# ---- design 1 ----
Figure 1. Pin map (design 1).
Pins as bars across the die edge, other pins in gray.
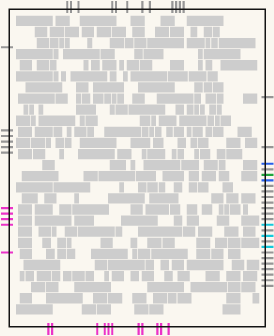

[src/rtl/pipeline_hazard_ctrl.sv]
// pipeline_hazard_ctrl
//   Central stall/flush sequencer for the 16-bit, 8-register pipelined MIPS
//   core. It produces the enable and flush/bubble controls for PC, IF/ID,
//   ID/EX and EX/MEM. Those registers latch on negedge clk, so the controls
//   are Mealy: they are decoded from the current state and the live hazard
//   inputs, and they settle during the high phase. State, statistics and the
//   memory-wait watchdog update on posedge clk.
//
// Ports
//   clk, rst_n                      clock, asynchronous active-low reset
//   id_rs, id_rt, id_uses_rt        source registers of the instruction in ID
//   ex_memRead, ex_rt               load in EX and its destination register
//   mem_branch_taken                taken branch resolved in MEM
//   mem_busy                        data memory not ready this cycle
//   halt_req                        stop fetching
//   pc_en, pc_sel_target            PC enable and branch-target select
//   if_id_en/flush, id_ex_en/bubble, ex_mem_en/flush   stage controls
//   state                           0 DRAIN, 1 RUN, 2 MEM_WAIT, 3 HALT
//   stall_cnt, flush_cnt            saturating statistics
//   timeout_err                     sticky memory-wait watchdog flag
module pipeline_hazard_ctrl #(
    parameter int DRAIN_CYCLES = 3,
    parameter int MAX_WAIT     = 15,
    parameter int CNT_W        = 16
) (
    input  logic             clk,
    input  logic             rst_n,
    input  logic [2:0]       id_rs,
    input  logic [2:0]       id_rt,
    input  logic             id_uses_rt,
    input  logic             ex_memRead,
    input  logic [2:0]       ex_rt,
    input  logic             mem_branch_taken,
    input  logic             mem_busy,
    input  logic             halt_req,
    output logic             pc_en,
    output logic             pc_sel_target,
    output logic             if_id_en,
    output logic             if_id_flush,
    output logic             id_ex_en,
    output logic             id_ex_bubble,
    output logic             ex_mem_en,
    output logic             ex_mem_flush,
    output logic [1:0]       state,
    output logic [CNT_W-1:0] stall_cnt,
    output logic [CNT_W-1:0] flush_cnt,
    output logic             timeout_err
);

    typedef enum logic [1:0] {
        S_DRAIN    = 2'd0,
        S_RUN      = 2'd1,
        S_MEM_WAIT = 2'd2,
        S_HALT     = 2'd3
    } state_t;

    localparam int DW = (DRAIN_CYCLES < 2) ? 1 : $clog2(DRAIN_CYCLES + 1);
    localparam int WW = $clog2(MAX_WAIT + 1);
    localparam logic [DW-1:0] DRAIN_LAST = DW'(DRAIN_CYCLES - 1);
    localparam logic [WW-1:0] WAIT_LAST  = WW'(MAX_WAIT - 1);

    state_t          state_q;
    logic [DW-1:0]   drain_cnt;
    logic [WW-1:0]   wait_cnt;
    logic            load_use;

    function automatic logic [CNT_W-1:0] sat_inc(input logic [CNT_W-1:0] v);
        return (&v) ? v : v + CNT_W'(1);
    endfunction

    // r0 is hardwired to zero, so a load targeting it never creates a hazard.
    assign load_use = ex_memRead && (ex_rt != 3'd0) &&
                      ((ex_rt == id_rs) || (id_uses_rt && (ex_rt == id_rt)));

    assign state = state_q;

    // Mealy stage controls.
    always_comb begin
        pc_en         = 1'b1;
        pc_sel_target = 1'b0;
        if_id_en      = 1'b1;
        if_id_flush   = 1'b0;
        id_ex_en      = 1'b1;
        id_ex_bubble  = 1'b0;
        ex_mem_en     = 1'b1;
        ex_mem_flush  = 1'b0;
        unique case (state_q)
            S_DRAIN: begin
                pc_en        = 1'b0;
                if_id_flush  = 1'b1;
                id_ex_bubble = 1'b1;
                ex_mem_flush = 1'b1;
            end
            S_RUN: begin
                if (halt_req) begin
                    pc_en    = 1'b0;
                    if_id_en = 1'b0;
                end else if (mem_busy) begin
                    pc_en     = 1'b0;
                    if_id_en  = 1'b0;
                    id_ex_en  = 1'b0;
                    ex_mem_en = 1'b0;
                end else if (mem_branch_taken) begin
                    // The flushed ID instruction makes any load-use stall moot.
                    pc_sel_target = 1'b1;
                    if_id_flush   = 1'b1;
                    id_ex_bubble  = 1'b1;
                    ex_mem_flush  = 1'b1;
                end else if (load_use) begin
                    pc_en        = 1'b0;
                    if_id_en     = 1'b0;
                    id_ex_bubble = 1'b1;
                end
            end
            S_MEM_WAIT: begin
                // Once memory is ready the pipeline resumes in this same cycle.
                if (mem_busy) begin
                    pc_en     = 1'b0;
                    if_id_en  = 1'b0;
                    id_ex_en  = 1'b0;
                    ex_mem_en = 1'b0;
                end
            end
            S_HALT: begin
                pc_en       = 1'b0;
                if_id_en    = 1'b0;
                if_id_flush = 1'b1;
            end
            default: ;
        endcase
    end

    // Sequencer state, watchdog and statistics.
    always_ff @(posedge clk or negedge rst_n) begin
        if (!rst_n) begin
            state_q     <= S_DRAIN;
            drain_cnt   <= '0;
            wait_cnt    <= '0;
            stall_cnt   <= '0;
            flush_cnt   <= '0;
            timeout_err <= 1'b0;
        end else begin
            unique case (state_q)
                S_DRAIN: begin
                    if (drain_cnt == DRAIN_LAST) begin
                        drain_cnt <= '0;
                        state_q   <= S_RUN;
                    end else begin
                        drain_cnt <= drain_cnt + DW'(1);
                    end
                end
                S_RUN: begin
                    if (halt_req) begin
                        state_q <= S_HALT;
                    end else if (mem_busy) begin
                        state_q   <= S_MEM_WAIT;
                        wait_cnt  <= WW'(1);
                        stall_cnt <= sat_inc(stall_cnt);
                    end else if (mem_branch_taken) begin
                        flush_cnt <= sat_inc(flush_cnt);
                    end else if (load_use) begin
                        stall_cnt <= sat_inc(stall_cnt);
                    end
                end
                S_MEM_WAIT: begin
                    if (mem_busy) begin
                        stall_cnt <= sat_inc(stall_cnt);
                        wait_cnt  <= wait_cnt + WW'(1);
                        // The count is about to reach MAX_WAIT with memory still busy.
                        if (wait_cnt >= WAIT_LAST) begin
                            timeout_err <= 1'b1;
                            state_q     <= S_HALT;
                        end
                    end else begin
                        wait_cnt <= '0;
                        state_q  <= S_RUN;
                    end
                end
                S_HALT: ;
                default: state_q <= S_DRAIN;
            endcase
        end
    end

endmodule

[config.mk]
export PLATFORM = sky130hd
export DESIGN_NAME = pipeline_hazard_ctrl
export DESIGN_NICKNAME = d
export VERILOG_FILES = /design/src/rtl/pipeline_hazard_ctrl.sv
export SDC_FILE = /design/constraint.sdc
export NUM_CORES = 1
export LEC_CHECK = 0
export ABC_AREA = 0
export CAP_MARGIN = 5
export CORE_ASPECT_RATIO = 1.25
export CORE_UTILIZATION = 48
export DETAILED_ROUTE_END_ITERATION = 8
export PLACE_DENSITY_LB_ADDON = 0.05
export SLEW_MARGIN = 20
export SYNTH_ARGS = -nofsm -noshare
export SYNTH_HDL_FRONTEND = slang
export SYNTH_SLANG_ARGS = --single-unit
[constraint.sdc]
create_clock -name clk -period 2.7 [get_ports clk]
set_clock_uncertainty 0.05 [all_clocks]
set_input_delay 0.54 -clock clk [delete_from_list [all_inputs] [get_ports clk]]
set_output_delay 0.54 -clock clk [all_outputs]
set_load 0.02 [all_outputs]
# ---- design 2 ----
### src/rtl/collapse_read_initiator.sv
// Host-side initiator for a read-once, basis-gated collapse cell: provisions, issues the single
// measurement, confirms collapse via fuse_fire. Optional pad check: `define COLLAPSE_RD_PAD_CHECK_EN.
module collapse_read_initiator #(
    parameter int WIDTH        = 8,
    parameter int BASIS_W      = 2,
    parameter int FIRE_TIMEOUT = 4
) (
    input  logic               clk,
    input  logic               reset,
    input  logic               cmd_valid,
    output logic               cmd_ready,
    input  logic               cmd_op,
    input  logic [WIDTH-1:0]   cmd_data,
    input  logic [BASIS_W-1:0] cmd_basis,
    output logic               rsp_valid,
    input  logic               rsp_ready,
    output logic [WIDTH-1:0]   rsp_data,
    output logic [2:0]         rsp_status,
    output logic               cell_init,
    output logic [WIDTH-1:0]   cell_value_in,
    output logic               cell_read,
    output logic [BASIS_W-1:0] cell_read_basis,
    input  logic [WIDTH-1:0]   cell_value_out,
    input  logic               cell_output_enable,
    input  logic               cell_pad_enable,
    input  logic               cell_fuse_fire,
    output logic               live,
    output logic               spent
);

    typedef enum logic [2:0] {
        IDLE,
        INIT_PULSE,
        STROBE,
        WAIT_FIRE,
        RESP
    } state_e;

    localparam logic [2:0] ST_OK_PROV    = 3'd0;
    localparam logic [2:0] ST_OK_TRUE    = 3'd1;
    localparam logic [2:0] ST_OK_OBF     = 3'd2;
    localparam logic [2:0] ST_ERR_SPENT  = 3'd3;
    localparam logic [2:0] ST_ERR_NOFIRE = 3'd4;
    localparam logic [2:0] ST_ERR_UNPROV = 3'd5;
    localparam logic [7:0] CNT_LAST      = 8'(FIRE_TIMEOUT - 1);

    state_e             state_q, state_d;
    logic [WIDTH-1:0]   data_q, data_d;
    logic [BASIS_W-1:0] basis_q, basis_d;
    logic               match_q, match_d;
    logic [2:0]         status_q, status_d;
    logic [7:0]         cnt_q, cnt_d;
    logic               live_q, live_d;
    logic               spent_q, spent_d;
    logic [2:0]         fired_status;

`ifdef COLLAPSE_RD_PAD_CHECK_EN
    localparam logic [2:0] ST_ERR_PAD = 3'd6;
    logic pad_err_q, pad_err_d;

    always_comb begin
        fired_status = ST_OK_OBF;
        if (match_q)
            fired_status = ST_OK_TRUE;
        else if (pad_err_q)
            fired_status = ST_ERR_PAD;
    end

    always_ff @(posedge clk or posedge reset) begin
        if (reset) pad_err_q <= 1'b0;
        else       pad_err_q <= pad_err_d;
    end
`else
    logic pad_unused;
    assign pad_unused   = cell_pad_enable;
    assign fired_status = match_q ? ST_OK_TRUE : ST_OK_OBF;
`endif

    always_comb begin
        state_d  = state_q;
        data_d   = data_q;
        basis_d  = basis_q;
        match_d  = match_q;
        status_d = status_q;
        cnt_d    = cnt_q;
        live_d   = live_q;
        spent_d  = spent_q;
`ifdef COLLAPSE_RD_PAD_CHECK_EN
        pad_err_d = pad_err_q;
`endif
        cmd_ready       = 1'b0;
        rsp_valid       = 1'b0;
        rsp_data        = '0;
        rsp_status      = '0;
        cell_init       = 1'b0;
        cell_value_in   = '0;
        cell_read       = 1'b0;
        cell_read_basis = '0;

        case (state_q)
            IDLE: begin
                cmd_ready = 1'b1;
                if (cmd_valid) begin
                    data_d  = cmd_op ? '0 : cmd_data;
                    basis_d = cmd_basis;
                    match_d = 1'b0;
`ifdef COLLAPSE_RD_PAD_CHECK_EN
                    pad_err_d = 1'b0;
`endif
                    // The kill latch is permanent: once spent, neither op may touch the cell.
                    if (spent_q) begin
                        status_d = ST_ERR_SPENT;
                        state_d  = RESP;
                    end else if (!cmd_op) begin
                        state_d = INIT_PULSE;
                    end else if (!live_q) begin
                        status_d = ST_ERR_UNPROV;
                        state_d  = RESP;
                    end else begin
                        state_d = STROBE;
                    end
                end
            end
            INIT_PULSE: begin
                cell_init     = 1'b1;
                cell_value_in = data_q;
                live_d        = 1'b1;
                data_d        = '0;
                status_d      = ST_OK_PROV;
                state_d       = RESP;
            end
            STROBE: begin
                cell_read       = 1'b1;
                cell_read_basis = basis_q;
                spent_d         = 1'b1;
                live_d          = 1'b0;
                cnt_d           = '0;
                data_d          = '0;
                match_d         = 1'b0;
                // Only a logically enabled output is real data; obfuscation never enters a flop.
`ifdef COLLAPSE_RD_PAD_CHECK_EN
                if (cell_output_enable && cell_pad_enable) begin
                    data_d  = cell_value_out;
                    match_d = 1'b1;
                end else begin
                    pad_err_d = cell_output_enable;
                end
`else
                if (cell_output_enable) begin
                    data_d  = cell_value_out;
                    match_d = 1'b1;
                end
`endif
                state_d = WAIT_FIRE;
            end
            WAIT_FIRE: begin
                if (cell_fuse_fire) begin
                    status_d = fired_status;
                    if (fired_status != ST_OK_TRUE)
                        data_d = '0;
                    state_d = RESP;
                end else if (cnt_q == CNT_LAST) begin
                    status_d = ST_ERR_NOFIRE;
                    data_d   = '0;
                    state_d  = RESP;
                end else begin
                    cnt_d = cnt_q + 8'd1;
                end
            end
            RESP: begin
                rsp_valid  = 1'b1;
                rsp_status = status_q;
                rsp_data   = (status_q == ST_OK_TRUE) ? data_q : '0;
                if (rsp_ready) begin
                    data_d  = '0;
                    basis_d = '0;
                    match_d = 1'b0;
                    state_d = IDLE;
                end
            end
            default: state_d = IDLE;
        endcase

        // A fire we did not ask for means the cell collapsed anyway (tamper).
        if (cell_fuse_fire && state_q != WAIT_FIRE) begin
            spent_d = 1'b1;
            live_d  = 1'b0;
        end
    end

    always_ff @(posedge clk or posedge reset) begin
        if (reset) begin
            state_q  <= IDLE;
            data_q   <= '0;
            basis_q  <= '0;
            match_q  <= 1'b0;
            status_q <= '0;
            cnt_q    <= '0;
            live_q   <= 1'b0;
            spent_q  <= 1'b0;
        end else begin
            state_q  <= state_d;
            data_q   <= data_d;
            basis_q  <= basis_d;
            match_q  <= match_d;
            status_q <= status_d;
            cnt_q    <= cnt_d;
            live_q   <= live_d;
            spent_q  <= spent_d;
        end
    end

    assign live  = live_q;
    assign spent = spent_q;

endmodule

### config.mk
export PLATFORM = sky130hd
export DESIGN_NAME = collapse_read_initiator
export DESIGN_NICKNAME = d
export VERILOG_FILES = /design/src/rtl/collapse_read_initiator.sv
export SDC_FILE = /design/constraint.sdc
export NUM_CORES = 1
export LEC_CHECK = 0
export CAP_MARGIN = 25
export CORE_MARGIN = 4
export CORE_UTILIZATION = 50
export DETAILED_ROUTE_END_ITERATION = 12
export HOLD_SLACK_MARGIN = 0.03
export PLACE_DENSITY = 0.86
export SETUP_SLACK_MARGIN = 0.05
export SLEW_MARGIN = 15
export SYNTH_ARGS = -nofsm -noshare
export SYNTH_HDL_FRONTEND = slang
export SYNTH_SLANG_ARGS = --single-unit
### constraint.sdc
create_clock -name clk -period 3.85 [get_ports clk]
set_input_delay 1.155 -clock clk [delete_from_list [all_inputs] [get_ports clk]]
set_output_delay 1.155 -clock clk [all_outputs]
set_load 0.01 [all_outputs]
# ---- design 3 ----
$ cat src/rtl/i2c_reg_target.sv
// I2C register target: decodes SCL/SDA traffic into register write strobes
// and serves register reads from downstream combinational read data.
`timescale 1ns/1ps
module i2c_reg_target #(
  parameter logic [6:0] DEV_ADDR = 7'h2A,
  parameter int         REG_AW   = 3
) (
  input  logic              clk,
  input  logic              rst,
  input  logic              scl_in,
  input  logic              sda_in,
  output logic              sda_oe,
  output logic              reg_wr_en,
  output logic [REG_AW-1:0] reg_wr_addr,
  output logic [7:0]        reg_wr_data,
  output logic [REG_AW-1:0] reg_rd_addr,
  input  logic [7:0]        reg_rd_data,
  output logic              busy
);

  typedef enum logic [3:0] {
    ST_IDLE, ST_ADDR, ST_ADDR_ACK, ST_REG, ST_REG_ACK,
    ST_WDATA, ST_WDATA_ACK, ST_RDATA, ST_RDATA_ACK, ST_WAIT_STOP
  } state_t;

  state_t state_q, state_d;

  // [0],[1] synchronize, [2] is history; reset high so the idle bus shows no edges
  logic [2:0] scl_q, sda_q;
  logic scl_s, scl_h, sda_s, sda_h;
  logic scl_rise, scl_fall, start_det, stop_det;

  // two-flop synchronizer plus history flop per pin
  always_ff @(posedge clk or posedge rst) begin
    if (rst) begin
      scl_q <= 3'b111;
      sda_q <= 3'b111;
    end else begin
      scl_q <= {scl_q[1:0], scl_in};
      sda_q <= {sda_q[1:0], sda_in};
    end
  end

  assign scl_s     = scl_q[1];
  assign scl_h     = scl_q[2];
  assign sda_s     = sda_q[1];
  assign sda_h     = sda_q[2];
  assign scl_rise  = scl_s & ~scl_h;
  assign scl_fall  = ~scl_s & scl_h;
  assign start_det = scl_s & scl_h & sda_h & ~sda_s;
  assign stop_det  = scl_s & scl_h & ~sda_h & sda_s;

  // bit counter counts rises; 8 means a full byte is in and the ACK slot is next
  logic [3:0]        cnt_q, cnt_d;
  logic [7:0]        sh_q, sh_d;
  logic [REG_AW-1:0] ptr_q, ptr_d;
  logic              inc_q, inc_d;
  logic              oe_d, wen_d, busy_d;
  logic [REG_AW-1:0] wa_d;
  logic [7:0]        wd_d;
  logic              byte_done, addr_hit;

  assign byte_done   = (cnt_q == 4'd8);
  assign addr_hit    = (sh_q[7:1] == DEV_ADDR);
  assign reg_rd_addr = ptr_q;

  // state register
  always_ff @(posedge clk or posedge rst) begin
    if (rst) state_q <= ST_IDLE;
    else     state_q <= state_d;
  end

  // next state: bus conditions override bit handling in every state
  always_comb begin
    state_d = state_q;
    if (stop_det)       state_d = ST_IDLE;
    else if (start_det) state_d = ST_ADDR;
    else begin
      case (state_q)
        ST_ADDR:      if (scl_fall && byte_done) state_d = addr_hit ? ST_ADDR_ACK : ST_WAIT_STOP;
        ST_ADDR_ACK:  if (scl_fall) state_d = sh_q[0] ? ST_RDATA : ST_REG;
        ST_REG:       if (scl_fall && byte_done) state_d = ST_REG_ACK;
        ST_REG_ACK:   if (scl_fall) state_d = ST_WDATA;
        ST_WDATA:     if (scl_fall && byte_done) state_d = ST_WDATA_ACK;
        ST_WDATA_ACK: if (scl_fall) state_d = ST_WDATA;
        ST_RDATA:     if (scl_fall && byte_done) state_d = ST_RDATA_ACK;
        ST_RDATA_ACK: begin
          // controller NACK ends the read; ACK continues at the next fall
          if (scl_rise && sda_s) state_d = ST_WAIT_STOP;
          else if (scl_fall)     state_d = ST_RDATA;
        end
        default: ;
      endcase
    end
  end

  // datapath and outputs: SDA drive only moves on SCL falls (or bus conditions)
  always_comb begin
    cnt_d  = cnt_q;
    sh_d   = sh_q;
    ptr_d  = ptr_q;
    inc_d  = 1'b0;
    oe_d   = sda_oe;
    wen_d  = 1'b0;
    wa_d   = reg_wr_addr;
    wd_d   = reg_wr_data;
    busy_d = busy;
    // pointer steps the cycle after a write strobe
    if (inc_q) ptr_d = ptr_q + REG_AW'(1);
    if (stop_det) begin
      oe_d   = 1'b0;
      busy_d = 1'b0;
      cnt_d  = 4'd0;
    end else if (start_det) begin
      oe_d  = 1'b0;
      cnt_d = 4'd0;
    end else if (scl_rise) begin
      case (state_q)
        ST_ADDR, ST_REG, ST_WDATA:
          if (!byte_done) begin
            sh_d  = {sh_q[6:0], sda_s};
            cnt_d = cnt_q + 4'd1;
          end
        ST_RDATA:     if (!byte_done) cnt_d = cnt_q + 4'd1;
        // advance before the next fall so reg_rd_data is ready to latch
        ST_RDATA_ACK: if (!sda_s) ptr_d = ptr_q + REG_AW'(1);
        default: ;
      endcase
    end else if (scl_fall) begin
      case (state_q)
        ST_ADDR:
          if (byte_done) begin
            cnt_d = 4'd0;
            if (addr_hit) begin
              oe_d   = 1'b1;
              busy_d = 1'b1;
            end
          end
        ST_ADDR_ACK, ST_RDATA_ACK: begin
          cnt_d = 4'd0;
          if (state_q == ST_RDATA_ACK || sh_q[0]) begin
            sh_d = reg_rd_data;
            oe_d = ~reg_rd_data[7];
          end else begin
            oe_d = 1'b0;
          end
        end
        ST_REG:
          if (byte_done) begin
            ptr_d = sh_q[REG_AW-1:0];
            oe_d  = 1'b1;
            cnt_d = 4'd0;
          end
        ST_WDATA:
          if (byte_done) begin
            wen_d = 1'b1;
            wa_d  = ptr_q;
            wd_d  = sh_q;
            inc_d = 1'b1;
            oe_d  = 1'b1;
            cnt_d = 4'd0;
          end
        ST_REG_ACK, ST_WDATA_ACK: oe_d = 1'b0;
        ST_RDATA:
          if (byte_done) begin
            oe_d = 1'b0;
          end else begin
            oe_d = ~sh_q[6];
            sh_d = {sh_q[6:0], 1'b0};
          end
        default: ;
      endcase
    end
  end

  // datapath registers; async reset releases SDA immediately
  always_ff @(posedge clk or posedge rst) begin
    if (rst) begin
      cnt_q       <= 4'd0;
      sh_q        <= 8'd0;
      ptr_q       <= '0;
      inc_q       <= 1'b0;
      sda_oe      <= 1'b0;
      reg_wr_en   <= 1'b0;
      reg_wr_addr <= '0;
      reg_wr_data <= 8'd0;
      busy        <= 1'b0;
    end else begin
      cnt_q       <= cnt_d;
      sh_q        <= sh_d;
      ptr_q       <= ptr_d;
      inc_q       <= inc_d;
      sda_oe      <= oe_d;
      reg_wr_en   <= wen_d;
      reg_wr_addr <= wa_d;
      reg_wr_data <= wd_d;
      busy        <= busy_d;
    end
  end

endmodule

$ cat config.mk
export PLATFORM = sky130hd
export DESIGN_NAME = i2c_reg_target
export DESIGN_NICKNAME = d
export VERILOG_FILES = /design/src/rtl/i2c_reg_target.sv
export SDC_FILE = /design/constraint.sdc
export NUM_CORES = 1
export LEC_CHECK = 0
export CAP_MARGIN = 20
export CORE_MARGIN = 2
export CORE_UTILIZATION = 35
export CTS_CLUSTER_DIAMETER = 30
export CTS_CLUSTER_SIZE = 25
export DETAILED_ROUTE_END_ITERATION = 6
export PLACE_DENSITY_LB_ADDON = 0.08
export SLEW_MARGIN = 20
export SYNTH_ARGS = -nofsm -noshare
export SYNTH_HDL_FRONTEND = slang
export SYNTH_SLANG_ARGS = --single-unit
$ cat constraint.sdc
create_clock -name clk -period 2.29 [get_ports clk]
set_input_delay 0.3435 -clock clk [delete_from_list [all_inputs] [get_ports clk]]
set_output_delay 0.3435 -clock clk [all_outputs]
set_load 0.005 [all_outputs]
Figure 2. Metal layers overlaid (design 1).
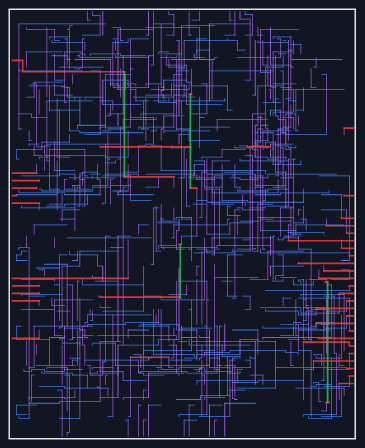
[blue] met1 | wire length: 2170 microns
[green] met4 | wire length: 67.3 microns
[purple] met2 | wire length: 2170 microns
[red] met3 | wire length: 229 microns

About Figure 1:
[green] `pc_en` | pins: 1 | direction: output | edge: right
[blue] `state` | pins: 2 | direction: output | edge: right
[magenta] `stall_cnt` | pins: 16 | direction: output | edge: 11 bottom, 5 left
[cyan] `ex_rt` | pins: 3 | direction: input | edge: right
all pins by edge: 25 right, 12 top, 11 left, 11 bottom

==> out/results.txt, design 1 <==
status: completed
Top Registers: flush_cnt (16), stall_cnt (16), wait_cnt (4)
Flop area: 1030 sq um
R2R depth: 10
dpl cells: 338
post-route met1 wirelength: 2.17 mm
Root Buffer: clkbuf_8
chip height: 77.5 microns
met2 Resource Use GR: 34.4%
Least-Margin Pin Slew: 0.919 ns
yosys cell count: 213
Post-Synth XOR/XNOR Area: 14.4%
clock sink count: 41
design area: 3060 sq um
max_slew headroom: 38.7%
maximum clock path buffer count: 2
met1 usage: 26.8%
setup TNS: 0 ns
Rows: 27
Post-synth EDFFs: 0
Top Layout Cells: 46 x clkdlybuf4s50_1, 41 x dfrtp_1, 25 x nand2_1, 24 x xnor2_1, 14 x buf_4
inverter count: 6
Final Non-Filler Cells: 347
ys flop type: dfrtp_1
worst path bufs/invs: 2
DRC: 0
sequential group share of total power: 33.5%
Antenna Violating Nets Remaining: 0
most numerous logic cell after layout: clkdlybuf4s50_1
Net Switching: 0.000926 W
Figure 3. Pin map (design 2).
Pins as bars across the die edge, other pins in gray.
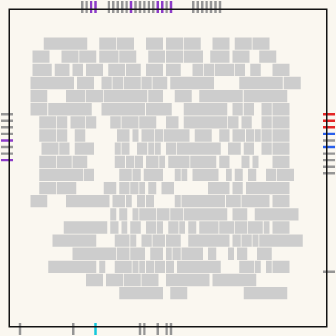
[red] `rsp_status` | pins: 3 | direction: output | edge: right
[blue] `cmd_basis` | pins: 2 | direction: input | edge: right
[cyan] `reset` | pins: 1 | direction: input | edge: bottom
[purple] `cell_value_out` | pins: 8 | direction: input | edge: 6 top, 2 left

Figure 4. Clock routing (design 2).
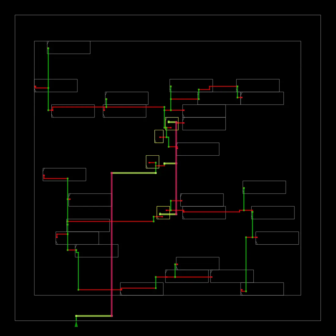
CTS Buf Count: 3
Flop Count: 27

==> out/results.txt, design 2 <==
status: completed
Worst Hold End: basis_q[1]$_DFFE_PP0P_
Post-synth seq share: 41.0%
Core ar.: 3100 sq um
Post-synth EDFFs: 0
WS Path Type: flip-flop to primary output
CP Launch Point: state_q[1]$_DFFE_PP0P_
post-synthesis chip area from yosys: 1650 sq um
clock-pin slew on the worst setup and hold paths: 0.15 ns
Hold Crit Start: basis_q[1]$_DFFE_PP0P_
share of post-route cells with drive strength above 1: 12.7%
DPL Wire Length: 3.23 mm
R2R depth: 5
pre-CTS setup slack: 0.562 ns
design area: 2250 sq um
crit-path max FO: 17
Antenna Violating Nets Remaining: 0
Worst path max stage delay: 0.61 ns
Adder Area Share: 0.759%
chip height: 65.4 microns
first-pass GRT wire length: 6.73 mm
Final Hold Fails: 0
comb_multi_in: 126
synthesized area: 1650 sq um
peak supply drop: 0.168 mV
die width: 65.4 microns
Net Switching: 0.000253 W
Figure 5. Pin map (design 3).
Pins as bars across the die edge, other pins in gray.
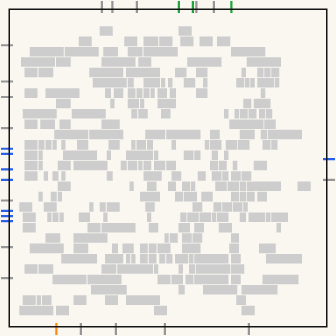
[orange] `sda_in` | pins: 1 | direction: input | edge: bottom
[blue] `reg_rd_data` | pins: 8 | direction: input | edge: 7 left, 1 right
[green] `reg_rd_addr` | pins: 3 | direction: output | edge: top

==> out/results.txt, design 3 <==
status: completed
R2R depth: 5
fin crit period: 2.16 ns
met2 Resource Use GR: 23.5%
GRT Util Overall: 15.6%
clk tree area frac: 3.29%
Largest type area fraction: 37.8%
DRT iter0 DRCs: 97
max_slew headroom: 66.9%
yosys cell count: 223
warnings from Yosys: 0
final core utilization: 45.1%
dpl cells: 326
Hold Crit Class: flip-flop to flip-flop
slowest CP cell: or4b_1
ys flop type: dfrtp_1
Post-Syn Instances: 223
Antenna Violating Nets Remaining: 0
highest clock rate: 0.463 GHz
RSZ-0062 raised after global routing: false

==> gallery <==
Gate families picked out.
The bar under the picture is 20 microns long.
picture 1
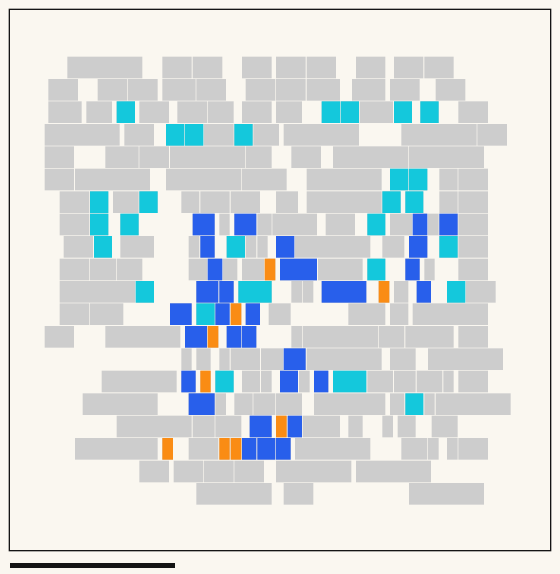
picture 2
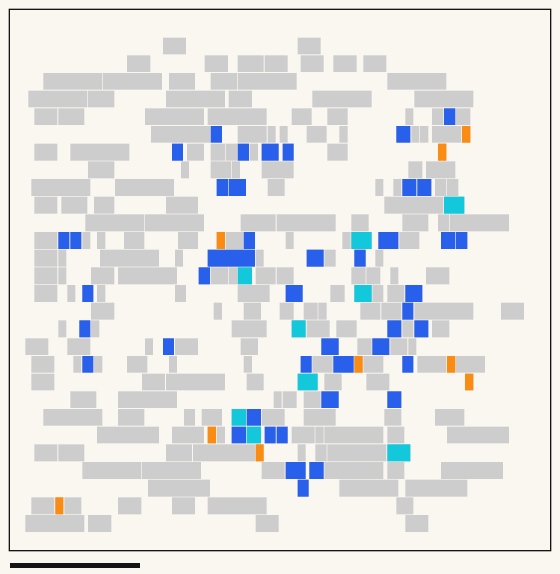
picture 3
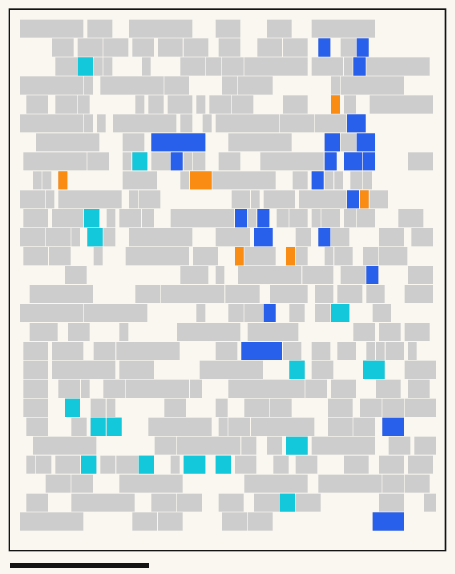
- fewest cells: picture 1
- picture 1 = design 2
- picture 3 = design 1
- picture 2 = design 3

Key to picture 1:
[blue] inverting AOI/OAI gates | cells: 30
[cyan] AND and OR gates | cells: 28
[orange] inverters | cells: 9



==> notes/layouts.md <==
Pictures saved along the way, in no particular order.

Sequential cells grouped by signal name.
Plate I
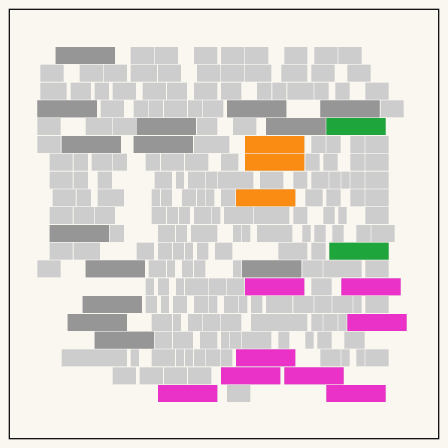
Plate II
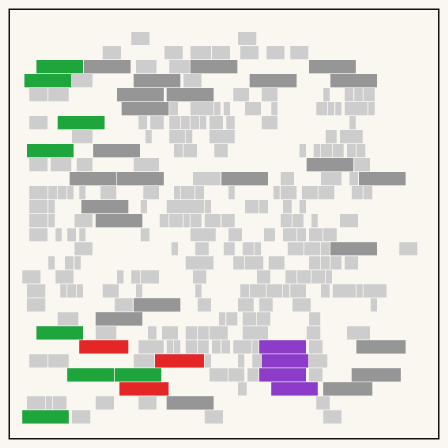
Plate III
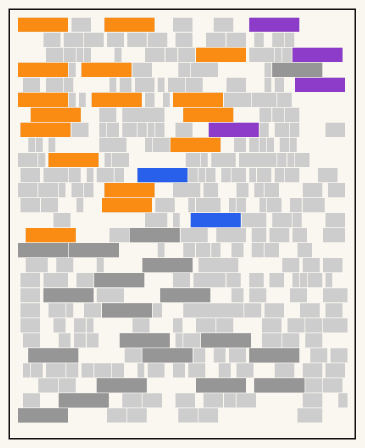
- Plate I = design 2
- Plate II = design 3
- Plate III = design 1
The one with the fewest cells is Plate I.
The one with the fewest sequential cells is Plate I.

Key to Plate III:
[orange] `flush_cnt` | sequential cells: 16
[purple] `wait_cnt` | sequential cells: 4 | where: upper right
[blue] `state` | sequential cells: 2
not colored: 19

Power and IR drop assume default switching activity.
